==================== block 1
File: src/rtl/uart_tx_unit.sv
// UART transmitter: start bit, DATA_BITS data bits LSB first, optional parity, stop bits.
// Accepts one byte per request strobe; strobes that arrive while busy set a sticky overrun flag.
module uart_tx_unit #(
    parameter int unsigned CLKS_PER_BIT = 434,
    parameter int unsigned DATA_BITS    = 8,
    parameter int unsigned PARITY       = 0,
    parameter int unsigned STOP_BITS    = 1
) (
    input  logic       clk,
    input  logic       reset,
    input  logic [7:0] tx_data,
    input  logic       new_tx_data,
    output logic       tx_busy,
    output logic       tx,
    output logic       tx_done,
    output logic       overrun
);

    localparam int unsigned CntW = (CLKS_PER_BIT > 1) ? $clog2(CLKS_PER_BIT) : 1;
    localparam logic [CntW-1:0] CntLast  = CntW'(CLKS_PER_BIT - 1);
    localparam logic [2:0]      DataLast = 3'(DATA_BITS - 1);
    localparam logic [2:0]      StopLast = 3'(STOP_BITS - 1);
    localparam logic [7:0]      DataMask = 8'((1 << DATA_BITS) - 1);
    localparam logic            OddPar   = (PARITY == 1);
    localparam logic            HasPar   = (PARITY != 0);

    typedef enum logic [2:0] {
        StIdle,
        StStart,
        StData,
        StParity,
        StStop
    } state_e;

    state_e          state_q, state_d;
    logic [CntW-1:0] baud_q, baud_d;
    logic [2:0]      bit_q, bit_d;
    logic [7:0]      shift_q, shift_d;
    logic            parity_q, parity_d;
    logic            tx_q, tx_d;
    logic            busy_q, busy_d;
    logic            done_q, done_d;
    logic            overrun_q, overrun_d;
    logic            bit_end;
    logic [7:0]      masked;

    assign bit_end = (baud_q == CntLast);
    assign masked  = tx_data & DataMask;

    always_comb begin
        state_d   = state_q;
        baud_d    = baud_q;
        bit_d     = bit_q;
        shift_d   = shift_q;
        parity_d  = parity_q;
        tx_d      = tx_q;
        busy_d    = busy_q;
        done_d    = 1'b0;
        overrun_d = overrun_q;

        if (new_tx_data && busy_q) begin
            overrun_d = 1'b1;
        end

        if (state_q != StIdle) begin
            baud_d = bit_end ? '0 : baud_q + CntW'(1);
        end

        // tx is registered, so each bit-end edge loads the level of the upcoming slot.
        case (state_q)
            StIdle: begin
                if (new_tx_data) begin
                    shift_d  = masked;
                    parity_d = (^masked) ^ OddPar;
                    baud_d   = '0;
                    bit_d    = '0;
                    state_d  = StStart;
                    tx_d     = 1'b0;
                    busy_d   = 1'b1;
                end
            end
            StStart: begin
                if (bit_end) begin
                    state_d = StData;
                    tx_d    = shift_q[0];
                end
            end
            StData: begin
                if (bit_end) begin
                    if (bit_q == DataLast) begin
                        bit_d = '0;
                        if (HasPar) begin
                            state_d = StParity;
                            tx_d    = parity_q;
                        end else begin
                            state_d = StStop;
                            tx_d    = 1'b1;
                        end
                    end else begin
                        shift_d = shift_q >> 1;
                        bit_d   = bit_q + 3'd1;
                        tx_d    = shift_q[1];
                    end
                end
            end
            StParity: begin
                if (bit_end) begin
                    state_d = StStop;
                    tx_d    = 1'b1;
                end
            end
            StStop: begin
                if (bit_end) begin
                    if (bit_q == StopLast) begin
                        state_d = StIdle;
                        bit_d   = '0;
                        busy_d  = 1'b0;
                        done_d  = 1'b1;
                    end else begin
                        bit_d = bit_q + 3'd1;
                    end
                end
            end
            default: begin
                state_d = StIdle;
                tx_d    = 1'b1;
                busy_d  = 1'b0;
            end
        endcase
    end

    always_ff @(posedge clk or posedge reset) begin
        if (reset) begin
            state_q   <= StIdle;
            baud_q    <= '0;
            bit_q     <= '0;
            shift_q   <= '0;
            parity_q  <= 1'b0;
            tx_q      <= 1'b1;
            busy_q    <= 1'b0;
            done_q    <= 1'b0;
            overrun_q <= 1'b0;
        end else begin
            state_q   <= state_d;
            baud_q    <= baud_d;
            bit_q     <= bit_d;
            shift_q   <= shift_d;
            parity_q  <= parity_d;
            tx_q      <= tx_d;
            busy_q    <= busy_d;
            done_q    <= done_d;
            overrun_q <= overrun_d;
        end
    end

    assign tx      = tx_q;
    assign tx_busy = busy_q;
    assign tx_done = done_q;
    assign overrun = overrun_q;

endmodule

File: config.mk
export PLATFORM = sky130hd
export DESIGN_NAME = uart_tx_unit
export DESIGN_NICKNAME = d
export VERILOG_FILES = /design/src/rtl/uart_tx_unit.sv
export SDC_FILE = /design/constraint.sdc
export NUM_CORES = 1
export LEC_CHECK = 0
export CAP_MARGIN = 20
export CORE_MARGIN = 2
export CORE_UTILIZATION = 50
export DETAILED_ROUTE_END_ITERATION = 16
export PLACE_DENSITY = 0.74
export SYNTH_ARGS = -nofsm -noshare
export SYNTH_HDL_FRONTEND = slang
export SYNTH_SLANG_ARGS = --single-unit
File: constraint.sdc
create_clock -name clk -period 1.6 [get_ports clk]
set_input_delay 0.4 -clock clk [delete_from_list [all_inputs] [get_ports clk]]
set_output_delay 0.4 -clock clk [all_outputs]
set_load 0.02 [all_outputs]
==================== block 2
$ cat src/rtl/rng_pkg.sv
// Shared types and constants for the 16-bit seeded LFSR random generator.
// Latency: n/a (package only).
// Backpressure: n/a (package only).
package rng_pkg;

  // Sequencer states: fetch seed word, load it into the LFSR, then free-run.
  typedef enum logic [1:0] {
    FETCH = 2'd0,
    LOAD  = 2'd1,
    RUN   = 2'd2
  } rng_state_t;

  // Feedback taps for x^16 + x^14 + x^13 + x^11 + 1 (bits 15, 13, 12, 10).
  localparam logic [15:0] TAP_MASK          = 16'hB400;
  // Seed substituted when the memory word is zero (an all-zero LFSR locks up).
  localparam logic [15:0] DEFAULT_ZERO_SEED = 16'hACE1;

  // XOR of the tapped bits; becomes the new LSB on each shift.
  function automatic logic lfsr_feedback(input logic [15:0] value);
    return ^(value & TAP_MASK);
  endfunction

endpackage

$ cat src/rtl/rng_lfsr16.sv
// Fibonacci LFSR register with a parallel-load mux in front of it.
// Latency: load or shift takes effect on the rising edge after the request.
// Backpressure: none; enable low simply holds the current state.
module rng_lfsr16
  import rng_pkg::*;
#(
  parameter int WIDTH = 16
) (
  input  logic             clock,
  input  logic             nreset,
  input  logic             load,
  input  logic [WIDTH-1:0] load_value,
  input  logic             enable,
  output logic [WIDTH-1:0] state
);

  // Load takes priority over shifting; reset clears to zero (held until a seed load).
  always_ff @(posedge clock or posedge nreset) begin
    if (nreset) begin
      state <= '0;
    end else if (load) begin
      state <= load_value;
    end else if (enable) begin
      state <= {state[WIDTH-2:0], lfsr_feedback(state)};
    end
  end

endmodule

$ cat src/rtl/random_generator.sv
// Seeded 16-bit pseudo-random generator: reads its seed from memory, then free-runs an LFSR.
// Latency: first seed on rng_out after the 2nd rising edge following reset release; new value every edge after.
// Backpressure: none; free-running, no stall input. Define RNG_NIBBLE_OUT_EN to drive rng_out_4bit.
module random_generator
  import rng_pkg::*;
#(
  parameter int               WIDTH     = 16,
  parameter logic [WIDTH-1:0] SEED_ADDR = 16'h0000,
  parameter logic [WIDTH-1:0] ZERO_SEED = DEFAULT_ZERO_SEED
) (
  input  logic             clock,
  input  logic             nreset,
  input  logic [WIDTH-1:0] mem_data_out,
  output logic [WIDTH-1:0] address,
  output logic [WIDTH-1:0] rng_out,
  output logic [WIDTH-1:0] rng_out_4bit,
  output logic             internalmux_select
);

  rng_state_t       state;
  rng_state_t       next_state;
  logic             lfsr_load;
  logic             lfsr_en;
  logic [WIDTH-1:0] seed_value;

  // The seed lives at a fixed word, so the address never moves.
  assign address = SEED_ADDR;

  // A zero seed would lock the LFSR at zero forever; swap in a known nonzero one.
  assign seed_value = (mem_data_out == '0) ? ZERO_SEED : mem_data_out;

  // Sequencer state register.
  always_ff @(posedge clock or posedge nreset) begin
    if (nreset) begin
      state <= FETCH;
    end else begin
      state <= next_state;
    end
  end

  // FETCH waits out the memory read latency, LOAD captures the seed, RUN shifts until reset.
  always_comb begin
    next_state         = state;
    lfsr_load          = 1'b0;
    lfsr_en            = 1'b0;
    internalmux_select = 1'b1;
    case (state)
      FETCH: begin
        next_state = LOAD;
      end
      LOAD: begin
        lfsr_load  = 1'b1;
        next_state = RUN;
      end
      RUN: begin
        internalmux_select = 1'b0;
        lfsr_en            = 1'b1;
      end
      default: begin
        next_state = FETCH;
      end
    endcase
  end

  rng_lfsr16 #(
    .WIDTH(WIDTH)
  ) u_lfsr (
    .clock     (clock),
    .nreset    (nreset),
    .load      (lfsr_load),
    .load_value(seed_value),
    .enable    (lfsr_en),
    .state     (rng_out)
  );

`ifdef RNG_NIBBLE_OUT_EN
  assign rng_out_4bit = {{(WIDTH-4){1'b0}}, rng_out[3:0]};
`else
  assign rng_out_4bit = '0;
`endif

endmodule

$ cat config.mk
export PLATFORM = sky130hd
export DESIGN_NAME = random_generator
export DESIGN_NICKNAME = d
export VERILOG_FILES = /design/src/rtl/rng_pkg.sv /design/src/rtl/rng_lfsr16.sv /design/src/rtl/random_generator.sv
export SDC_FILE = /design/constraint.sdc
export NUM_CORES = 1
export LEC_CHECK = 0
export CELL_PAD_IN_SITES_DETAIL_PLACEMENT = 1
export CELL_PAD_IN_SITES_GLOBAL_PLACEMENT = 1
export CORE_MARGIN = 2
export CORE_UTILIZATION = 30
export CTS_CLUSTER_DIAMETER = 150
export DETAILED_ROUTE_END_ITERATION = 7
export PLACE_DENSITY_LB_ADDON = 0.15
export SLEW_MARGIN = 5
export SYNTH_ARGS = -nofsm -noshare
export SYNTH_HDL_FRONTEND = slang
export SYNTH_SLANG_ARGS = --single-unit
$ cat constraint.sdc
create_clock -name clock -period 3.55 [get_ports clock]
set_input_delay 0.71 -clock clock [delete_from_list [all_inputs] [get_ports clock]]
set_output_delay 0.71 -clock clock [all_outputs]
set_load 0.1 [all_outputs]
==================== block 3
## src/rtl/hsid_pkg.sv

```systemverilog
// Shared state type and width helpers for the HSID squared-difference accumulator.
package hsid_pkg;

  typedef enum logic [1:0] {
    IDLE  = 2'd0,
    RUN   = 2'd1,
    DRAIN = 2'd2,
    DONE  = 2'd3
  } hsid_acc_state_t;

  function automatic int hsid_band_width(input int max_bands);
    return $clog2(max_bands) + 32'sd1;
  endfunction

  // Worst case is MAX_BANDS full-scale squares, so this width can never wrap.
  function automatic int hsid_acc_width(input int data_width, input int max_bands);
    return (32'sd2 * data_width) + $clog2(max_bands);
  endfunction

endpackage

```

## src/rtl/hsid_sq_df_stage.sv

```systemverilog
// Two-stage registered |a-b| squarer; a valid bit rides alongside each stage.
module hsid_sq_df_stage #(
  parameter int DATA_WIDTH = 16
) (
  input  logic                        clk,
  input  logic                        rst,
  input  logic                        clear,
  input  logic                        in_valid,
  input  logic [DATA_WIDTH-1:0]       a,
  input  logic [DATA_WIDTH-1:0]       b,
  output logic                        out_valid,
  output logic [2*DATA_WIDTH-1:0]     sq
);

  logic signed [DATA_WIDTH:0]   diff_r;
  logic                         diff_v_r;
  logic [DATA_WIDTH-1:0]        mag_s;
  logic [2*DATA_WIDTH-1:0]      sq_r;
  logic                         sq_v_r;

  // Magnitude of the signed difference; |a-b| always fits DATA_WIDTH bits.
  always_comb begin
    mag_s = diff_r[DATA_WIDTH-1:0];
    if (diff_r[DATA_WIDTH]) begin
      mag_s = ~diff_r[DATA_WIDTH-1:0] + {{(DATA_WIDTH-1){1'b0}}, 1'b1};
    end else begin
      mag_s = diff_r[DATA_WIDTH-1:0];
    end
  end

  // Difference stage then square stage; clear only flushes the valid bits.
  always_ff @(posedge clk) begin
    if (rst) begin
      diff_r   <= '0;
      diff_v_r <= 1'b0;
      sq_r     <= '0;
      sq_v_r   <= 1'b0;
    end else if (clear) begin
      diff_v_r <= 1'b0;
      sq_v_r   <= 1'b0;
    end else begin
      diff_v_r <= in_valid;
      sq_v_r   <= diff_v_r;
      if (in_valid) begin
        diff_r <= $signed({1'b0, a}) - $signed({1'b0, b});
      end
      if (diff_v_r) begin
        sq_r <= {{DATA_WIDTH{1'b0}}, mag_s} * {{DATA_WIDTH{1'b0}}, mag_s};
      end
    end
  end

  assign out_valid = sq_v_r;
  assign sq        = sq_r;

endmodule

```

## src/rtl/hsid_sq_df_acc.sv

```systemverilog
// Squared-difference distance accumulator: pops paired bands from the pixel and
// reference FIFOs and emits sum((a-b)^2) once per vector.
module hsid_sq_df_acc
  import hsid_pkg::*;
#(
  parameter int  DATA_WIDTH = 16,
  parameter int  MAX_BANDS  = 128,
  localparam int BAND_WIDTH = hsid_band_width(MAX_BANDS),
  localparam int ACC_WIDTH  = hsid_acc_width(DATA_WIDTH, MAX_BANDS)
) (
  input  logic                    clk,
  input  logic                    rst,
  input  logic                    clear,
  input  logic                    start,
  input  logic [BAND_WIDTH-1:0]   num_bands,
  input  logic                    a_empty,
  input  logic [DATA_WIDTH-1:0]   a_data,
  output logic                    a_rd_en,
  input  logic                    b_empty,
  input  logic [DATA_WIDTH-1:0]   b_data,
  output logic                    b_rd_en,
  output logic                    b_loop_en,
  output logic                    busy,
  output logic [ACC_WIDTH-1:0]    acc_data,
  output logic                    acc_valid
);

  localparam int SQ_WIDTH = 32'sd2 * DATA_WIDTH;

  hsid_acc_state_t          state_r;
  logic [BAND_WIDTH-1:0]    num_r;
  logic [BAND_WIDTH-1:0]    issued_r;
  logic [BAND_WIDTH-1:0]    num_clamp_s;
  logic                     rd_en_s;
  logic                     rd_d1_r;
  logic                     sq_v_s;
  logic [SQ_WIDTH-1:0]      sq_s;
  logic [ACC_WIDTH-1:0]     acc_r;
  logic [ACC_WIDTH-1:0]     acc_sum_s;
  logic [ACC_WIDTH-1:0]     acc_data_r;
  logic                     acc_valid_r;
  logic                     busy_r;
  logic                     loop_r;

  // Oversized band counts saturate at MAX_BANDS.
  always_comb begin
    if (num_bands > BAND_WIDTH'(MAX_BANDS)) begin
      num_clamp_s = BAND_WIDTH'(MAX_BANDS);
    end else begin
      num_clamp_s = num_bands;
    end
  end

  // Pop both FIFOs together, only while each has data and bands remain.
  always_comb begin
    if ((state_r == RUN) && !a_empty && !b_empty && (issued_r < num_r)) begin
      rd_en_s = 1'b1;
    end else begin
      rd_en_s = 1'b0;
    end
  end

  // Running sum including whatever square leaves the pipeline this cycle.
  always_comb begin
    if (sq_v_s) begin
      acc_sum_s = acc_r + {{(ACC_WIDTH-SQ_WIDTH){1'b0}}, sq_s};
    end else begin
      acc_sum_s = acc_r;
    end
  end

  hsid_sq_df_stage #(
    .DATA_WIDTH (DATA_WIDTH)
  ) u_stage (
    .clk       (clk),
    .rst       (rst),
    .clear     (clear),
    .in_valid  (rd_d1_r),
    .a         (a_data),
    .b         (b_data),
    .out_valid (sq_v_s),
    .sq        (sq_s)
  );

  // Control FSM, band counter, accumulator and registered outputs.
  // DRAIN lasts until no FIFO read is outstanding; the final square lands
  // during DONE, so the result is committed on the DONE -> IDLE edge.
  always_ff @(posedge clk) begin
    if (rst) begin
      state_r     <= IDLE;
      num_r       <= '0;
      issued_r    <= '0;
      rd_d1_r     <= 1'b0;
      acc_r       <= '0;
      acc_data_r  <= '0;
      acc_valid_r <= 1'b0;
      busy_r      <= 1'b0;
      loop_r      <= 1'b0;
    end else if (clear) begin
      state_r     <= IDLE;
      issued_r    <= '0;
      rd_d1_r     <= 1'b0;
      acc_valid_r <= 1'b0;
      busy_r      <= 1'b0;
      loop_r      <= 1'b0;
    end else begin
      rd_d1_r     <= rd_en_s;
      acc_valid_r <= 1'b0;
      if (sq_v_s) begin
        acc_r <= acc_sum_s;
      end
      case (state_r)
        IDLE: begin
          if (start) begin
            num_r    <= num_clamp_s;
            issued_r <= '0;
            acc_r    <= '0;
            busy_r   <= 1'b1;
            if (num_clamp_s == '0) begin
              state_r <= DONE;
            end else begin
              state_r <= RUN;
              loop_r  <= 1'b1;
            end
          end else begin
            state_r <= IDLE;
          end
        end
        RUN: begin
          if (rd_en_s) begin
            issued_r <= issued_r + {{(BAND_WIDTH-1){1'b0}}, 1'b1};
          end
          if (issued_r == num_r) begin
            state_r <= DRAIN;
            loop_r  <= 1'b0;
          end else begin
            state_r <= RUN;
          end
        end
        DRAIN: begin
          if (!rd_d1_r) begin
            state_r <= DONE;
          end else begin
            state_r <= DRAIN;
          end
        end
        DONE: begin
          acc_data_r  <= acc_sum_s;
          acc_valid_r <= 1'b1;
          busy_r      <= 1'b0;
          state_r     <= IDLE;
        end
        default: begin
          state_r <= IDLE;
          busy_r  <= 1'b0;
          loop_r  <= 1'b0;
        end
      endcase
    end
  end

  assign a_rd_en   = rd_en_s;
  assign b_rd_en   = rd_en_s;
  assign b_loop_en = loop_r;
  assign busy      = busy_r;
  assign acc_data  = acc_data_r;
  assign acc_valid = acc_valid_r;

endmodule
```

## config.mk

```make
export PLATFORM = sky130hd
export DESIGN_NAME = hsid_sq_df_acc
export DESIGN_NICKNAME = d
export VERILOG_FILES = /design/src/rtl/hsid_pkg.sv /design/src/rtl/hsid_sq_df_stage.sv /design/src/rtl/hsid_sq_df_acc.sv
export SDC_FILE = /design/constraint.sdc
export NUM_CORES = 1
export LEC_CHECK = 0
export ABC_AREA = 1
export CAP_MARGIN = 20
export CORE_ASPECT_RATIO = 0.8
export CORE_UTILIZATION = 35
export DETAILED_ROUTE_END_ITERATION = 7
export PLACE_DENSITY_LB_ADDON = 0.12
export SLEW_MARGIN = 20
export SYNTH_ARGS = -nofsm -noshare
export SYNTH_HDL_FRONTEND = slang
export SYNTH_SLANG_ARGS = --single-unit
export TNS_END_PERCENT = 30
```

## constraint.sdc

```tcl
create_clock -name clk -period 11 [get_ports clk]
set_clock_uncertainty 0.1 [all_clocks]
set_input_delay 2.75 -clock clk [delete_from_list [all_inputs] [get_ports clk]]
set_output_delay 2.75 -clock clk [all_outputs]
set_load 0.01 [all_outputs]
```

Block 3, congestion heat map:
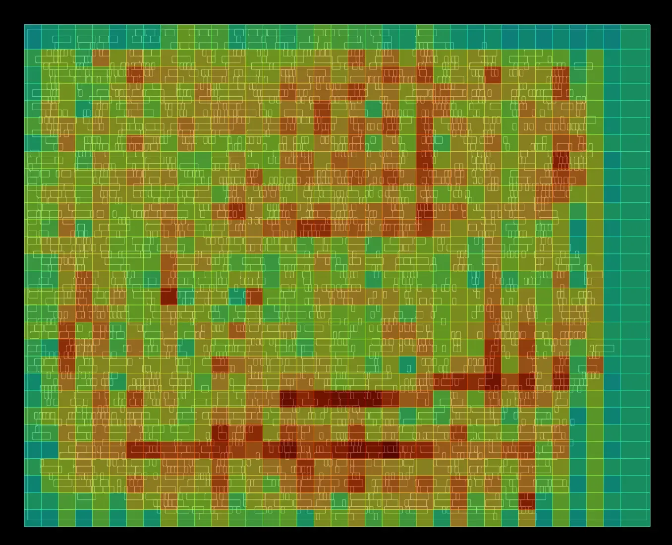
share of the core filled with cells in the final layout: 0.3993
final routed wire length divided by cell count: 17.68 um
met2 track utilization from global routing: 0.3260

Block 3, met1 routing:
Scale: 2 px per um.
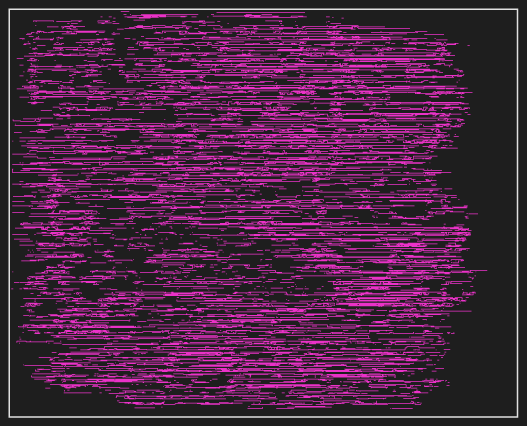
main direction: horizontal
wire length on this layer: 30.9 mm
share of all routed wire: 52%
nets with wire on the layer: 2888
overall via count from detail_route: 16220
met1 layer usage reported by global route: 0.3684
Routed Wire Length: 59230 um

==> run notes, block 3 <==
Physical implementation.

- The core utilization before placement is 0.3556.
- The stage logs contain a warning count of 27.
- Looking at the reg2reg group, the worst path starts from u_stage.diff_r[0].
- The H-tree depth is 4.
- The post-detailed-route count of antenna-violating nets is 0.
- The number of cells in the design after placement is 3316.
- Counting instances, the worst hold path has a depth of 2.
- The count of unique library cells instantiated by Yosys is 55.
- The number of filler cells placed in the layout is 5324.
- The share of Yosys cell area claimed by the top area cell type is 0.1866.
- The final setup TNS is 0 ns.
- The worst hold margin is 0.3706 ns.
- The count of nets after finishing is 3026.
- The sort of element at the end of the critical path is a register.
- The flow ran to the end, and the final reports show no timing, DRC or antenna violations.
- The core outline area is 49780 sq um.
- TritonCTS built the clock tree.
- The I/O pin count is 90.
- Once detailed placement completed, the half-perimeter wirelength came to 49260 um.
- The first-pass GRT wire length is 93380 um.
- 1820 cells are multi-input combinational gates.
- The post-cts sizing count is 0.
- The number of clock buffer instances in the layout is 17.
- Per the layout area report, the register area comes to 3004 sq um.
- Relative to the synthesized area, the layout overhead comes to 12.30%.
- For reference, the final report shows the max-slew violation count at 0.
==> block 3: cell families after synthesis <==
family | count (synthesis) | synth area share
fa+ha+maj | 320 | 0.2962
simple gates | 1133 | 0.2683
compound gates | 314 | 0.09968
xor+xnor | 49 | 0.02722
flops | 150 | 0.1697
buf+inv | 631 | 0.1366
mux | 4 | 0.002262
==> block 3: worst min-delay path, cell delays in order, from the launching register on <==
cell and delay (ns):
dfxtp_1 0.31, nand2_1 0.06, a21oi_1 0.06
==> block 3: how the worst max path moves through the flow <==
stage | from | end | slack, ns
after detailed placement | u_stage.diff_r[0] | u_stage.sq[27] | 3.46
after global placement | u_stage.diff_r[0] | u_stage.sq[24] | 3.52
after global routing | u_stage.diff_r[0] | u_stage.sq[27] | 2.70
after floorplan | u_stage.diff_r[0] | u_stage.sq[19] | 4.16
after CTS | u_stage.diff_r[0] | u_stage.sq[27] | 3.41
final | u_stage.diff_r[0] | u_stage.sq[21] | 3.35
==> block 3: per-layer routing <==
layer / up-vias / routed length [um] / global-route usage
met5: - / 0 / 0
met4: 0 / 550 / 0.03247
li1: 8084 / - / -
met2: 448 / 22590 / 0.3260
met3: 26 / 5174 / 0.07045
met1: 7661 / 30910 / 0.3684
Block 1, placed cells, one colour a class:
Scale: 6 px per um.
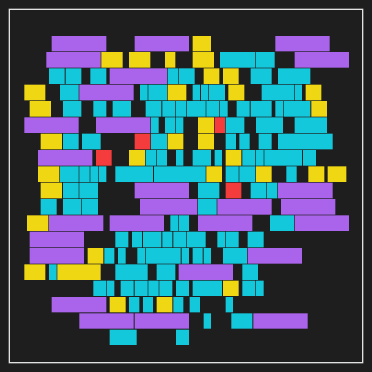
[cyan] all other logic | cells: 113 | share of their area: 46%
[yellow] other buffers and delay cells | cells: 32 | share of their area: 15%
[red] clock drivers and dummy loads | cells: 4 | share of their area: 1.5%
[purple] flip-flops | cells: 27 | share of their area: 37%
sequential share of cell area: 0.3628
std cell rows: 19
area of the core region: 2805 sq um
share of the core filled with cells in the final layout: 0.6664
fin area: 1869 sq um

==> run notes, block 1 <==
Physical implementation.

- The flow ran to the end, but the final reports show violations.
- The checks that failed: design-rule violations, negative setup slack.
- The number of setup violations in the final report is 10.
- In this run, post-CTS repair resized a total of 11 instances.
- The number of search-and-repair iterations in the first detailed-routing pass is 10.
- TritonRoute reported its final design rule violation total as 1.
- The final timing report gives a worst setup slack of -0.06613 ns.
- The overall die height is 58.64 um.
- The CTS buffer count is 3.
- The sort of element at the end of the critical path is a register.
- The worst hold margin is 0.3628 ns.
- The number of warnings issued by yosys is 0.
- The number of nets in the synthesized netlist is 161.
- The required time at the worst-slack endpoint is 1.89 ns.
- The upper clock frequency limit is 600.2 MHz.
- The first routing iteration left 45 violations.
- The layout contains a multi-input combinational cell count of 106.
- The number of buffers added on ports is 14.
block 1: routing by layer:
layer | track usage | share of wire | vias to the layer above
met5 | 0 | 0 | -
met4 | 0.04870 | 0.0080 | 0
met3 | 0.04176 | 0.035 | 6
met2 | 0.3178 | 0.49 | 29
met1 | 0.2614 | 0.47 | 587
li1 | - | - | 600
block 1: synth_stat cells (all sizes together) (2+ instances only):
| cell type | n | share of area |
|---|---|---|
| nand3 | 3 | 0.013 |
| dfrtp | 26 | 0.44 |
| or3 | 2 | 0.0084 |
| ha | 5 | 0.042 |
| o21ai | 10 | 0.034 |
| inv | 7 | 0.018 |
| a21oi | 9 | 0.033 |
| xnor2 | 2 | 0.012 |
| o21a | 9 | 0.045 |
| nor3 | 3 | 0.013 |
| nand2b | 2 | 0.0084 |
| nor2 | 5 | 0.013 |
| a31oi | 4 | 0.017 |
| o22ai | 2 | 0.0084 |
| o22a | 7 | 0.041 |
| nor2b | 2 | 0.0084 |
| and3 | 2 | 0.0084 |
| and2 | 3 | 0.015 |
| mux2 | 2 | 0.015 |
| nand2 | 14 | 0.037 |
| a21o | 3 | 0.016 |
| buf | 4 | 0.025 |
Block 2, met1 routing:
Scale: 6 px per um.
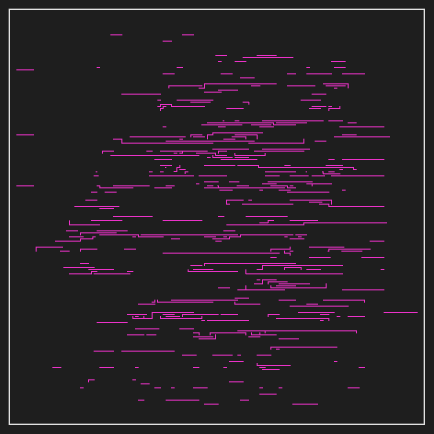
share of all routed wire: 39%
main direction: horizontal
longest straight run: 19.8 um
nets with wire on the layer: 144
wire length on this layer: 1160 um
overall via count from detail_route: 899
met1 layer usage reported by global route: 0.1575

==> run notes, block 2 <==
Physical implementation.

- The run finished with clean final reports.
- The cell sequence reported for the critical path is clkdlybuf4s50_1.
- The number of search-and-repair iterations in the first detailed-routing pass is 4.
- The count of nets left with antenna violations once routing finished came out at 0.
- The design has 18 sequential cells.
- Ranked by total cell area, the synthesized netlist is headed by dfrtp_1 (36%), buf_4 (19%), nor4_4 (6.7%), mux2i_1 (6.3%), a21oi_1 (4.7%).
- The cell total in the yosys stat output is 127.
- The multi-input gate count is 91.
- The capturing instance or port of the critical path is rng_out[13].
- For the final routed database, the setup TNS stands at 0 ns.
- The global routing usage summed across all routing layers is 0.1340.
- For reference, the placement row count at floorplan is 23.
- The met2 layer usage reported by global route is 0.2416.
- The layout has 485 filler cells.
==> block 2: per-stage QoR <==
step | utilization | std cells | hold WS, ns
after detailed placement | 0.3798 | 207 | 0.5397
final | 0.3901 | 210 | 0.5503
after floorplan | - | 158 | 0.5062
after CTS | 0.3901 | 210 | 0.5570
after global placement | 0.3798 | 207 | 0.5189
after global routing | 0.3901 | 210 | 0.5708
==> block 2: cell usage after synthesis, drive strengths merged <==
| cell type | number |
|---|---|
| a221oi | 4 |
| conb | 1 |
| xnor2 | 3 |
| nand2b | 1 |
| o22ai | 4 |
| a41oi | 1 |
| nand2 | 1 |
| inv | 13 |
| mux2i | 8 |
| nor2 | 15 |
| mux2 | 2 |
| a21oi | 12 |
| buf | 36 |
| nor4 | 4 |
| dfrtp | 18 |
| ha | 4 |
==> block 2: flip-flops by register name, indices dropped and copies added (netlist names) <==
name / cells
u_lfsr.state: 16
state: 2

==================== block 4
Block 4, met1 routing:
Scale: 4 px per um.
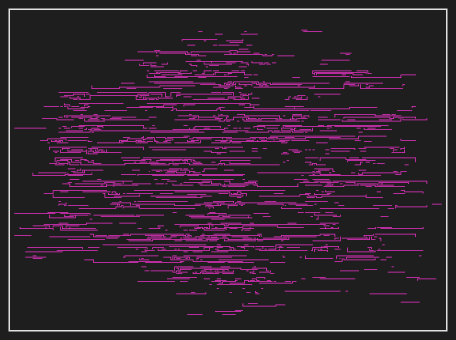

<file path="config.mk">
export PLATFORM = sky130hd
export DESIGN_NAME = man_norm_round
export DESIGN_NICKNAME = d
export VERILOG_FILES = /design/src/rtl/man_norm_round.sv
export SDC_FILE = /design/constraint.sdc
export NUM_CORES = 1
export LEC_CHECK = 0
export ABC_CLOCK_PERIOD_IN_PS = 2900
export CAP_MARGIN = 20
export CORE_AREA = 2 2 107 78
export CTS_CLUSTER_DIAMETER = 100
export CTS_CLUSTER_SIZE = 24
export DETAILED_ROUTE_END_ITERATION = 7
export DIE_AREA = 0 0 109 80
export MAX_ROUTING_LAYER = met4
export PLACE_DENSITY = 0.67
export SLEW_MARGIN = 20
export SYNTH_ARGS = -nofsm -noshare
export SYNTH_HDL_FRONTEND = slang
export SYNTH_SLANG_ARGS = --single-unit
</file>
<file path="constraint.sdc">
create_clock -name clk -period 2.9 [get_ports clk]
set_input_delay 0.29 -clock clk [delete_from_list [all_inputs] [get_ports clk]]
set_output_delay 0.29 -clock clk [all_outputs]
set_load 0.1 [all_outputs]
</file>
<file path="src/rtl/man_norm_round.sv">
`default_nettype none
// +----------------------------------------------------------------------------+
// | man_norm_round: post-add normalize / round-to-nearest-even for FP adder.   |
// | Optional MAN_NORM_LZC_EN: single-cycle leading-zero-count normalization.   |
// | Revision: 1.0                                                              |
// +----------------------------------------------------------------------------+
module man_norm_round #(
  parameter int MAN_WIDTH = 11,
  parameter int EXP_WIDTH = 5
) (
  input  logic                 clk,
  input  logic                 rst,
  input  logic                 in_valid,
  output logic                 in_ready,
  input  logic [MAN_WIDTH+3:0] sum_man,
  input  logic [EXP_WIDTH-1:0] exp_in,
  input  logic                 sign_in,
  output logic                 out_valid,
  input  logic                 out_ready,
  output logic [MAN_WIDTH-1:0] man_out,
  output logic [EXP_WIDTH-1:0] exp_out,
  output logic                 sign_out,
  output logic                 overflow,
  output logic                 underflow,
  output logic                 inexact
);

  localparam int c_WW = MAN_WIDTH + 4;
  localparam int c_HB = MAN_WIDTH + 2;
  localparam int c_EW = EXP_WIDTH + 1;
  localparam logic [c_EW-1:0] c_E_ONE = c_EW'(1);
  localparam logic [c_EW-1:0] c_E_MAX = c_EW'((1 << EXP_WIDTH) - 1);

  typedef enum logic [2:0] {
    S_IDLE  = 3'd0,
    S_PRE   = 3'd1,
    S_NORM  = 3'd2,
    S_ROUND = 3'd3,
    S_DONE  = 3'd4
  } state_t;

  state_t          r_state;
  logic [c_WW-1:0] r_w;
  logic [c_EW-1:0] r_e;

  logic [c_WW-1:0]      w_w_rsh;
  logic [c_WW-1:0]      w_w_norm;
  logic [c_EW-1:0]      w_e_norm;
  logic                 w_norm_done;
  logic [MAN_WIDTH-1:0] w_man;
  logic                 w_g, w_r, w_s, w_inc;
  logic [MAN_WIDTH:0]   w_man_sum;
  logic [MAN_WIDTH-1:0] w_man_rnd;
  logic [c_EW-1:0]      w_e_rnd;

  assign in_ready = (r_state == S_IDLE);

  // Carry-out right shift keeps the dropped bit alive in the sticky position.
  assign w_w_rsh = {1'b0, r_w[c_WW-1:2], r_w[1] | r_w[0]};

`ifdef MAN_NORM_LZC_EN
  localparam int c_LW = $clog2(c_WW);
  localparam int c_SW = (c_LW > c_EW) ? c_LW : c_EW;
  logic [c_SW-1:0] w_lzc, w_lim, w_sh;

  always_comb begin
    w_lzc = '0;
    for (int i = 0; i <= c_HB; i++)
      if (r_w[i]) w_lzc = c_SW'(c_HB - i);
  end

  assign w_lim       = c_SW'(r_e - c_E_ONE);
  assign w_sh        = (w_lzc < w_lim) ? w_lzc : w_lim;
  assign w_w_norm    = r_w << w_sh;
  assign w_e_norm    = r_e - c_EW'(w_sh);
  assign w_norm_done = 1'b1;
`else
  assign w_w_norm    = {r_w[c_WW-2:0], 1'b0};
  assign w_e_norm    = r_e - c_E_ONE;
  assign w_norm_done = w_w_norm[c_HB] || (w_e_norm == c_E_ONE);
`endif

  assign w_man     = r_w[c_HB:3];
  assign w_g       = r_w[2];
  assign w_r       = r_w[1];
  assign w_s       = r_w[0];
  assign w_inc     = w_g & (w_r | w_s | w_man[0]);
  assign w_man_sum = {1'b0, w_man} + {{MAN_WIDTH{1'b0}}, w_inc};
  assign w_man_rnd = w_man_sum[MAN_WIDTH] ? {1'b1, {(MAN_WIDTH-1){1'b0}}}
                                          : w_man_sum[MAN_WIDTH-1:0];
  assign w_e_rnd   = r_e + {{EXP_WIDTH{1'b0}}, w_man_sum[MAN_WIDTH]};

  always_ff @(posedge clk or posedge rst) begin
    if (rst) begin
      r_state   <= S_IDLE;
      r_w       <= '0;
      r_e       <= '0;
      out_valid <= 1'b0;
      man_out   <= '0;
      exp_out   <= '0;
      sign_out  <= 1'b0;
      overflow  <= 1'b0;
      underflow <= 1'b0;
      inexact   <= 1'b0;
    end else begin
      case (r_state)
        S_IDLE: begin
          if (in_valid) begin
            r_w      <= sum_man;
            r_e      <= {1'b0, exp_in};
            sign_out <= sign_in;
            r_state  <= S_PRE;
          end
        end
        S_PRE: begin
          if (r_w == '0) begin
            man_out   <= '0;
            exp_out   <= '0;
            overflow  <= 1'b0;
            underflow <= 1'b0;
            inexact   <= 1'b0;
            r_state   <= S_DONE;
          end else if (r_w[c_WW-1]) begin
            r_w     <= w_w_rsh;
            r_e     <= r_e + c_E_ONE;
            r_state <= S_ROUND;
          end else if (!r_w[c_HB] && (r_e > c_E_ONE)) begin
            r_state <= S_NORM;
          end else begin
            r_state <= S_ROUND;
          end
        end
        S_NORM: begin
          r_w <= w_w_norm;
          r_e <= w_e_norm;
          if (w_norm_done) r_state <= S_ROUND;
        end
        S_ROUND: begin
          inexact   <= w_g | w_r | w_s;
          overflow  <= 1'b0;
          underflow <= 1'b0;
          if (w_e_rnd >= c_E_MAX) begin
            exp_out  <= '1;
            man_out  <= '0;
            overflow <= 1'b1;
            inexact  <= 1'b1;
          end else if ((w_e_rnd == c_E_ONE) && !w_man_rnd[MAN_WIDTH-1]) begin
            exp_out   <= '0;
            man_out   <= w_man_rnd;
            underflow <= 1'b1;
          end else begin
            exp_out <= w_e_rnd[EXP_WIDTH-1:0];
            man_out <= w_man_rnd;
          end
          r_state <= S_DONE;
        end
        S_DONE: begin
          // Result registers settle on entry; valid is raised one cycle later.
          if (!out_valid) begin
            out_valid <= 1'b1;
          end else if (out_ready) begin
            out_valid <= 1'b0;
            r_state   <= S_IDLE;
          end
        end
        default: r_state <= S_IDLE;
      endcase
    end
  end

endmodule
`default_nettype wire

</file>
==================== block 5
<file path="config.mk">
export PLATFORM = sky130hd
export DESIGN_NAME = branch_predictor_2way_flat
export DESIGN_NICKNAME = d
export VERILOG_FILES = /design/src/rtl/bp_pkg.sv /design/src/rtl/branch_predictor_2way_if.sv /design/src/rtl/sat_counter2.sv /design/src/rtl/branch_predictor_2way.sv /design/src/flat_wrapper.sv
export SDC_FILE = /design/constraint.sdc
export NUM_CORES = 1
export LEC_CHECK = 0
export CAP_MARGIN = 30
export CELL_PAD_IN_SITES_DETAIL_PLACEMENT = 0
export CELL_PAD_IN_SITES_GLOBAL_PLACEMENT = 1
export CORE_MARGIN = 10
export CORE_UTILIZATION = 50
export CTS_BUF_LIST = sky130_fd_sc_hd__clkbuf_4 sky130_fd_sc_hd__clkbuf_8 sky130_fd_sc_hd__clkbuf_16
export DETAILED_ROUTE_END_ITERATION = 7
export DONT_BUFFER_PORTS = 1
export PLACE_DENSITY_LB_ADDON = 0.1
export SLEW_MARGIN = 20
export SYNTH_ARGS = -nofsm -noshare
export SYNTH_HDL_FRONTEND = slang
export SYNTH_HIERARCHICAL = 1
export SYNTH_SLANG_ARGS = --single-unit
export TNS_END_PERCENT = 10
</file>
<file path="constraint.sdc">
create_clock -name clk -period 5.4 [get_ports clk]
set_input_delay 1.08 -clock clk [delete_from_list [all_inputs] [get_ports clk]]
set_output_delay 1.08 -clock clk [all_outputs]
set_load 0.02 [all_outputs]
</file>
<file path="src/rtl/bp_pkg.sv">
`default_nettype none
// ============================================================================
// Module      : bp_pkg
// Description : Shared types and defaults for the dual-slot bimodal predictor.
// Revision    : 1.0  initial release
// ============================================================================
package bp_pkg;

    // Default geometry of the predictor and its performance counters
    localparam int BP_PC_WIDTH   = 11;
    localparam int BP_INDEX_BITS = 6;
    localparam int BP_CNT_WIDTH  = 16;

    // 2-bit saturating counter encoding; the MSB is the taken prediction
    typedef enum logic [1:0] {
        SNT = 2'b00,
        WNT = 2'b01,
        WT  = 2'b10,
        ST  = 2'b11
    } ctr_e;

    localparam ctr_e RESET_STATE = WNT;

endpackage : bp_pkg
`default_nettype wire

</file>
<file path="src/rtl/branch_predictor_2way_if.sv">
`default_nettype none
// ============================================================================
// Module      : branch_predictor_2way_if
// Description : Fetch/Execute signal bundle between the pipeline and predictor.
// Revision    : 1.0  initial release
// ============================================================================
interface branch_predictor_2way_if
    import bp_pkg::*;
#(
    parameter int PC_WIDTH  = BP_PC_WIDTH,
    parameter int CNT_WIDTH = BP_CNT_WIDTH
);

    // Fetch side
    logic [PC_WIDTH-1:0]  PCF1;
    logic [PC_WIDTH-1:0]  PCF2;
    logic                 PredictionF1;
    logic                 PredictionF2;

    // Execute side
    logic                 branchE1;
    logic                 branchE2;
    logic [PC_WIDTH-1:0]  PCE1;
    logic [PC_WIDTH-1:0]  PCE2;
    logic                 branch_taken1;
    logic                 branch_taken2;
    logic                 PredictionE1;
    logic                 PredictionE2;

    // Performance counters
    logic [CNT_WIDTH-1:0] branchCount;
    logic [CNT_WIDTH-1:0] mispredictCount;

    // Pipeline side drives PCs and resolved outcomes
    modport master (
        output PCF1,
        output PCF2,
        input  PredictionF1,
        input  PredictionF2,
        output branchE1,
        output branchE2,
        output PCE1,
        output PCE2,
        output branch_taken1,
        output branch_taken2,
        output PredictionE1,
        output PredictionE2,
        input  branchCount,
        input  mispredictCount
    );

    // Predictor side
    modport slave (
        input  PCF1,
        input  PCF2,
        output PredictionF1,
        output PredictionF2,
        input  branchE1,
        input  branchE2,
        input  PCE1,
        input  PCE2,
        input  branch_taken1,
        input  branch_taken2,
        input  PredictionE1,
        input  PredictionE2,
        output branchCount,
        output mispredictCount
    );

endinterface : branch_predictor_2way_if
`default_nettype wire

</file>
<file path="src/rtl/sat_counter2.sv">
`default_nettype none
// ============================================================================
// Module      : sat_counter2
// Description : Next-state function of a 2-bit saturating branch counter.
// Revision    : 1.0  initial release
// ============================================================================
module sat_counter2
    import bp_pkg::*;
(
    input  ctr_e state_i,
    input  logic valid_i,
    input  logic taken_i,
    output ctr_e next_o
);

    always_comb begin
        next_o = state_i;
        if (valid_i) begin
            case (state_i)
                SNT:     next_o = taken_i ? WNT : SNT;
                WNT:     next_o = taken_i ? WT  : SNT;
                WT:      next_o = taken_i ? ST  : WNT;
                ST:      next_o = taken_i ? ST  : WT;
                default: next_o = state_i;
            endcase
        end
    end

endmodule : sat_counter2
`default_nettype wire

</file>
<file path="src/rtl/branch_predictor_2way.sv">
`default_nettype none
// ============================================================================
// Module      : branch_predictor_2way
// Description : Dual-slot bimodal predictor with two training ports and
//               branch / mispredict performance counters.
// Revision    : 1.0  initial release
// ============================================================================
module branch_predictor_2way
    import bp_pkg::*;
#(
    parameter int PC_WIDTH   = BP_PC_WIDTH,
    parameter int INDEX_BITS = BP_INDEX_BITS,
    parameter int CNT_WIDTH  = BP_CNT_WIDTH
)(
    input  logic                    clk,
    input  logic                    rst,
    branch_predictor_2way_if.slave  bus
);

    localparam int TABLE_DEPTH = 1 << INDEX_BITS;

    logic [INDEX_BITS-1:0] w_idx_f1;
    logic [INDEX_BITS-1:0] w_idx_f2;
    logic [INDEX_BITS-1:0] w_idx_e1;
    logic [INDEX_BITS-1:0] w_idx_e2;

    // Flop array: needs synchronous reset and two write ports
    ctr_e table_q [TABLE_DEPTH];
    ctr_e table_d [TABLE_DEPTH];

    ctr_e w_cur1;
    ctr_e w_next1;
    ctr_e w_base2;
    ctr_e w_next2;
    logic w_same_idx;

    logic [CNT_WIDTH-1:0] branch_cnt_q;
    logic [CNT_WIDTH-1:0] branch_cnt_d;
    logic [CNT_WIDTH-1:0] mispred_cnt_q;
    logic [CNT_WIDTH-1:0] mispred_cnt_d;
    logic [1:0]           w_branch_inc;
    logic [1:0]           w_mispred_inc;
    logic                 w_mispred1;
    logic                 w_mispred2;

    assign w_idx_f1 = bus.PCF1[INDEX_BITS-1:0];
    assign w_idx_f2 = bus.PCF2[INDEX_BITS-1:0];
    assign w_idx_e1 = bus.PCE1[INDEX_BITS-1:0];
    assign w_idx_e2 = bus.PCE2[INDEX_BITS-1:0];

    // Predictions read the registered table only; no write bypass
    assign bus.PredictionF1 = table_q[w_idx_f1][1];
    assign bus.PredictionF2 = table_q[w_idx_f2][1];

    // Slot 2 builds on slot 1's result when both train the same entry
    assign w_same_idx = bus.branchE1 && (w_idx_e1 == w_idx_e2);
    assign w_cur1     = table_q[w_idx_e1];
    assign w_base2    = w_same_idx ? w_next1 : table_q[w_idx_e2];

    sat_counter2 u_slot1_ctr (
        .state_i (w_cur1),
        .valid_i (bus.branchE1),
        .taken_i (bus.branch_taken1),
        .next_o  (w_next1)
    );

    sat_counter2 u_slot2_ctr (
        .state_i (w_base2),
        .valid_i (bus.branchE2),
        .taken_i (bus.branch_taken2),
        .next_o  (w_next2)
    );

    // Slot 2 writes last so a shared entry keeps the chained result
    always_comb begin
        table_d = table_q;
        if (bus.branchE1) begin
            table_d[w_idx_e1] = w_next1;
        end
        if (bus.branchE2) begin
            table_d[w_idx_e2] = w_next2;
        end
    end

    assign w_mispred1    = bus.branchE1 & (bus.branch_taken1 ^ bus.PredictionE1);
    assign w_mispred2    = bus.branchE2 & (bus.branch_taken2 ^ bus.PredictionE2);
    assign w_branch_inc  = {1'b0, bus.branchE1} + {1'b0, bus.branchE2};
    assign w_mispred_inc = {1'b0, w_mispred1} + {1'b0, w_mispred2};

    assign branch_cnt_d  = branch_cnt_q  + CNT_WIDTH'(w_branch_inc);
    assign mispred_cnt_d = mispred_cnt_q + CNT_WIDTH'(w_mispred_inc);

    always_ff @(posedge clk) begin
        if (rst) begin
            for (int i = 0; i < TABLE_DEPTH; i++) begin
                table_q[i] <= RESET_STATE;
            end
            branch_cnt_q  <= '0;
            mispred_cnt_q <= '0;
        end else begin
            table_q       <= table_d;
            branch_cnt_q  <= branch_cnt_d;
            mispred_cnt_q <= mispred_cnt_d;
        end
    end

    assign bus.branchCount     = branch_cnt_q;
    assign bus.mispredictCount = mispred_cnt_q;

    // Upper PC bits do not take part in indexing
    logic w_unused_pc;
    assign w_unused_pc = ^{bus.PCF1[PC_WIDTH-1:INDEX_BITS], bus.PCF2[PC_WIDTH-1:INDEX_BITS],
                           bus.PCE1[PC_WIDTH-1:INDEX_BITS], bus.PCE2[PC_WIDTH-1:INDEX_BITS]};

endmodule : branch_predictor_2way
`default_nettype wire

</file>
<file path="src/flat_wrapper.sv">
// flat-port wrapper written by rule: the top's interface ports become plain ports
module branch_predictor_2way_flat import bp_pkg::*;
#(
    parameter int PC_WIDTH   = BP_PC_WIDTH,
    parameter int INDEX_BITS = BP_INDEX_BITS,
    parameter int CNT_WIDTH  = BP_CNT_WIDTH
)
  (clk, rst, bus_PCF1, bus_PCF2, bus_PredictionF1, bus_PredictionF2, bus_branchE1, bus_branchE2, bus_PCE1, bus_PCE2, bus_branch_taken1, bus_branch_taken2, bus_PredictionE1, bus_PredictionE2, bus_branchCount, bus_mispredictCount);
  branch_predictor_2way_if #(.PC_WIDTH(PC_WIDTH), .CNT_WIDTH(CNT_WIDTH)) bus_i ();
  input  logic clk;
  input  logic rst;
  input wire logic [$bits(bus_i.PCF1)-1:0] bus_PCF1;
  input wire logic [$bits(bus_i.PCF2)-1:0] bus_PCF2;
  output wire logic [$bits(bus_i.PredictionF1)-1:0] bus_PredictionF1;
  output wire logic [$bits(bus_i.PredictionF2)-1:0] bus_PredictionF2;
  input wire logic [$bits(bus_i.branchE1)-1:0] bus_branchE1;
  input wire logic [$bits(bus_i.branchE2)-1:0] bus_branchE2;
  input wire logic [$bits(bus_i.PCE1)-1:0] bus_PCE1;
  input wire logic [$bits(bus_i.PCE2)-1:0] bus_PCE2;
  input wire logic [$bits(bus_i.branch_taken1)-1:0] bus_branch_taken1;
  input wire logic [$bits(bus_i.branch_taken2)-1:0] bus_branch_taken2;
  input wire logic [$bits(bus_i.PredictionE1)-1:0] bus_PredictionE1;
  input wire logic [$bits(bus_i.PredictionE2)-1:0] bus_PredictionE2;
  output wire logic [$bits(bus_i.branchCount)-1:0] bus_branchCount;
  output wire logic [$bits(bus_i.mispredictCount)-1:0] bus_mispredictCount;
  assign bus_i.PCF1 = bus_PCF1;
  assign bus_i.PCF2 = bus_PCF2;
  assign bus_PredictionF1 = bus_i.PredictionF1;
  assign bus_PredictionF2 = bus_i.PredictionF2;
  assign bus_i.branchE1 = bus_branchE1;
  assign bus_i.branchE2 = bus_branchE2;
  assign bus_i.PCE1 = bus_PCE1;
  assign bus_i.PCE2 = bus_PCE2;
  assign bus_i.branch_taken1 = bus_branch_taken1;
  assign bus_i.branch_taken2 = bus_branch_taken2;
  assign bus_i.PredictionE1 = bus_PredictionE1;
  assign bus_i.PredictionE2 = bus_PredictionE2;
  assign bus_branchCount = bus_i.branchCount;
  assign bus_mispredictCount = bus_i.mispredictCount;
  branch_predictor_2way #(.PC_WIDTH(PC_WIDTH), .INDEX_BITS(INDEX_BITS), .CNT_WIDTH(CNT_WIDTH)) u_core (.clk(clk), .rst(rst), .bus(bus_i));
endmodule
</file>
Block 5, congestion heat map:
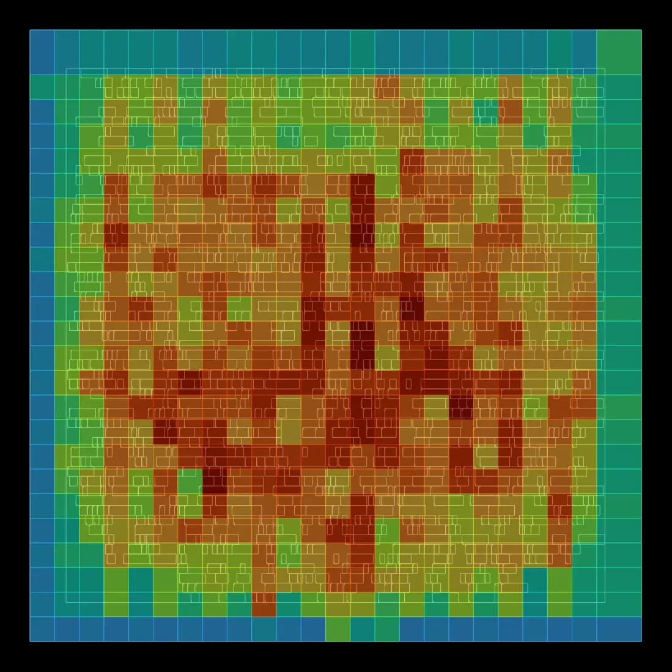
met1 layer usage reported by global route: 0.3931
share of the core filled with cells in the final layout: 0.5396
aggregate global-route resource usage: 0.2906

==> run notes, block 5 <==
Physical implementation.

- The flow ran to the end, and the final reports show no timing, DRC or antenna violations.
- The share of synthesized area spent on multiplexers is 0.2599.
- Between clock sinks in the finished design, the worst skew comes to 0.01073 ns.
- The setup slack of the most critical reg-to-reg path is 1.59 ns.
- After synthesis, the largest family of logic cells by area is multiplexers.
- The upper clock frequency limit is 243.5 MHz.
- The number of max-cap violations is 0.
- The most crowded layer after global routing is met2.
- Counting instances, the worst hold path has a depth of 2.
- The count of unique library cells instantiated by Yosys is 66.
- The first-pass GRT wire length is 64050 um.
- The die covers 29320 sq um.
- The iteration-0 DRC count of the detailed router is 1480.
- The number of global-route vias before repair is 9750.
- The combined area of all synthesized cells is 11430 sq um.
- The sum of routed wire segments on met1 is 17720 um.
- Signal routing reaches up to met4.
block 5: critical path: stages:
cell and delay (ns):
mux4_2 0.50, a22oi_1 0.29, o21ai_1 0.13, a21oi_1 0.17, o221a_1 0.23, o211ai_1 0.15, a21o_1 0.20, a22o_2 0.26
nor2_1 0.11, a31oi_1 0.12, o21ai_0 0.37, mux2i_4 0.12, buf_12 0.24, nor2_1 0.14, a21oi_1 0.05, or2_1 0.20
block 5: flip-flops by register name (all words and copies together), names as in the netlist:
| name | cells |
|---|---|
| u_core/table_q | 128 |
| u_core/bus.branchCount | 16 |
| u_core/bus.mispredictCount | 16 |
block 5: cell families (layout without fill, tap and decap cells):
family                     count (synthesis)  after routing
AOI/OAI and AO/OA                        281            281
xor gates and xnor gates                  33             33
adders and majority gates                  4              4
buffers and inverters                    112             71
DFF                                      160            160
muxes                                    219            219
and+or+nand+nor                          539            539
block 5: cell type report:
| type | instances | share of cell area |
|---|---|---|
| inverter | 12 | 0.003698 |
| sequential | 160 | 0.2630 |
| clock buffer | 18 | 0.03554 |
| clock inverter | 14 | 0.01387 |
| multi-input combinational | 1076 | 0.6347 |
| timing repair buffer | 27 | 0.01993 |
| tap | 285 | 0.02928 |
Block 4, cells by drive strength:
Scale: 3 px per um.
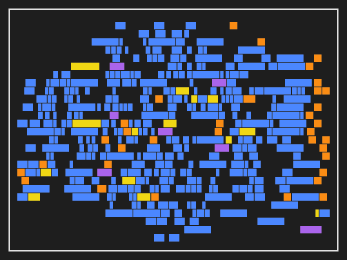
[purple] drive 6 and up | cells: 7 | share: 1.8%
[yellow] drive 2 | cells: 14 | share: 3.6%
[orange] drive 3 to 4 | cells: 34 | share: 8.8%
[blue] drive 1 or less | cells: 332 | share: 86%
fin area: 3572 sq um
Area growth syn-to-layout: 19.86%
final setup slack of the worst path: 0.2209 ns
Buffers, non-clock: 56

Notes on 'met1 routing' of block 4 above:
wire length on this layer: 4020 um
share of all routed wire: 50%
nets with wire on the layer: 363
main direction: horizontal
longest straight run: 37.7 um
overall via count from detail_route: 2807
met1 layer usage reported by global route: 0.2980
Routed Wire Length: 8094 um

==> run notes, block 4 <==
Physical implementation.

- The final max-slew violation count recorded for this run is 0.
- For this run, the register share of the synthesized area comes to 0.3778.
- The H-tree was split into 2 levels.
- Per the OpenROAD floorplan log, the area of the core is 7669 sq um.
- The number of global-route vias before repair is 2551.
- The root buffer selected by CTS is clkbuf_8.
- The first detailed-routing pass ran for 5 iterations.
- The cell total in the yosys stat output is 353.
- The setup slack of the most critical reg-to-reg path is 0.22 ns.
- For this run, the leading register cell type out of synthesis is dfrtp_1.
- The most instantiated logic cell after routing is o21ai_0.
- Measured in cells, the most critical reg-to-reg path has a length of 9.
- After the flow finishes, the layout carries non-filler instances totaling 488.
- The met3 demand-to-capacity share in global routing is 0.04000.
- Global route summary, busiest routing layer listed as met1.
- The synthesized instance count is 353.
- Total global-route track usage over all layers is 0.2029.
- The chip occupies 8720 sq um.
- The ratio of routed vias to standard cells is 5.752.
- The number of cells in the design after placement is 479.
- The upper clock frequency limit is 373.3 MHz.
- Of the total synthesized cell area, the portion taken by full adders, half adders and majority gates is 0.02939.
- The netlist uses 56 different library cells.
- The post-synth count of flops with an enable pin is 0.
- The endpoint of the worst register-to-register path is exp_out[3].
- The hold buffer count at cts is 0.
- The per-instance average area after synthesis is 8.443 sq um.
- The I/O pin count is 47.
- The maximum clock path buffer count is 2.
- For this configuration, the core starts out at a cell density of 0.3886.
- Of the cells placed in the final design, the portion with a size suffix greater than 1 is 0.1421.
- The run finished with clean final reports.
[block 4: sequential cells by signal, indices dropped and copies added (netlist names)]
signal and cells:
man_out 11, r_w 15, out_valid 1, underflow 1
overflow 1, inexact 1, exp_out 5, sign_out 1
r_e 6, r_state 3
[block 4: critical path, cell delays in order, from the launching register on]
cell and delay (ns):
dfrtp_1 0.45, nand4_1 0.26, nor2_2 0.22, and4_2 0.32, ha_1 0.26, and4_1 0.29, and3_1 0.24, o22a_1 0.18
nor2_2 0.09, a221o_1 0.27
[block 4: layout make-up]
type | count | area, sq um
clock buffers | 5 | 68.82
clock inverters | 3 | 25.02
fillers | 757 | 4096
inverters | 13 | 48.80
multi-input cells | 265 | 1682
flip-flops and latches | 45 | 1129
well taps | 101 | 126.4
repair buffers | 56 | 493.0
[block 4: through the flow]
step                      utilization  hold slack [ns]  TNS [ns]
after global placement         0.4492           0.4683         0
final                          0.4658           0.3026         0
after floorplan                     -           0.4405         0
after global routing           0.4658           0.3452  -0.07207
after detailed placement       0.4492           0.4730         0
after CTS                      0.4614           0.4955         0


==> gallery <==
Cells by drive strength.
Plate I
Scale: 6 px per um.
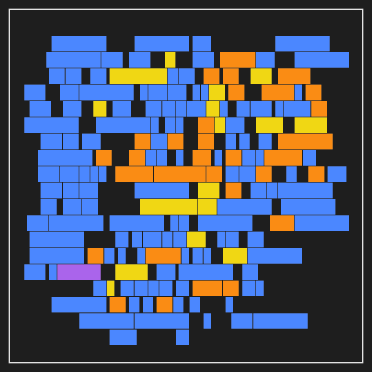
Plate II
Scale: 1.5 px per um.
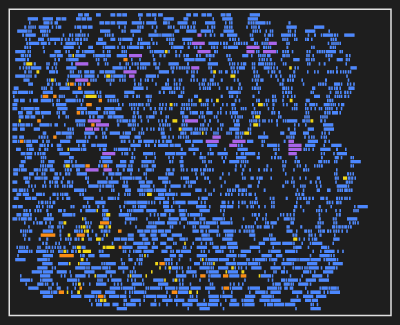
Plate III
Scale: 6 px per um.
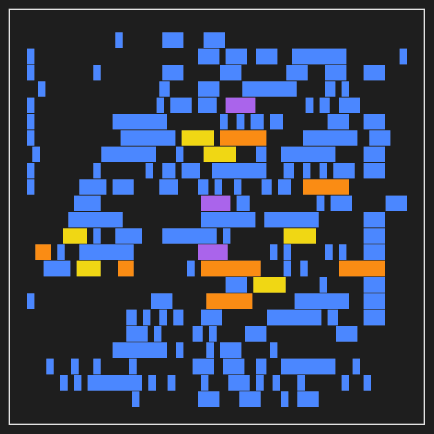
Plate IV
Scale: 2 px per um.
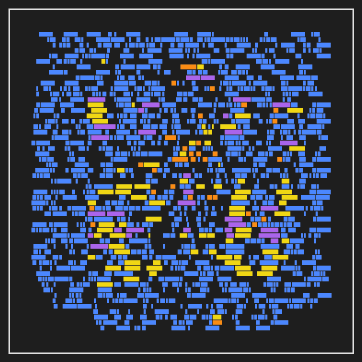
block 2 -> Plate III
block 1 -> Plate I
block 3 -> Plate II
block 5 -> Plate IV
- smallest die: Plate I

Key to Plate III:
[purple] drive 6 and up | cells: 3 | share: 1.9%
[yellow] drive 2 | cells: 6 | share: 3.8%
[orange] drive 3 to 4 | cells: 7 | share: 4.4%
[blue] drive 1 or less | cells: 144 | share: 90%

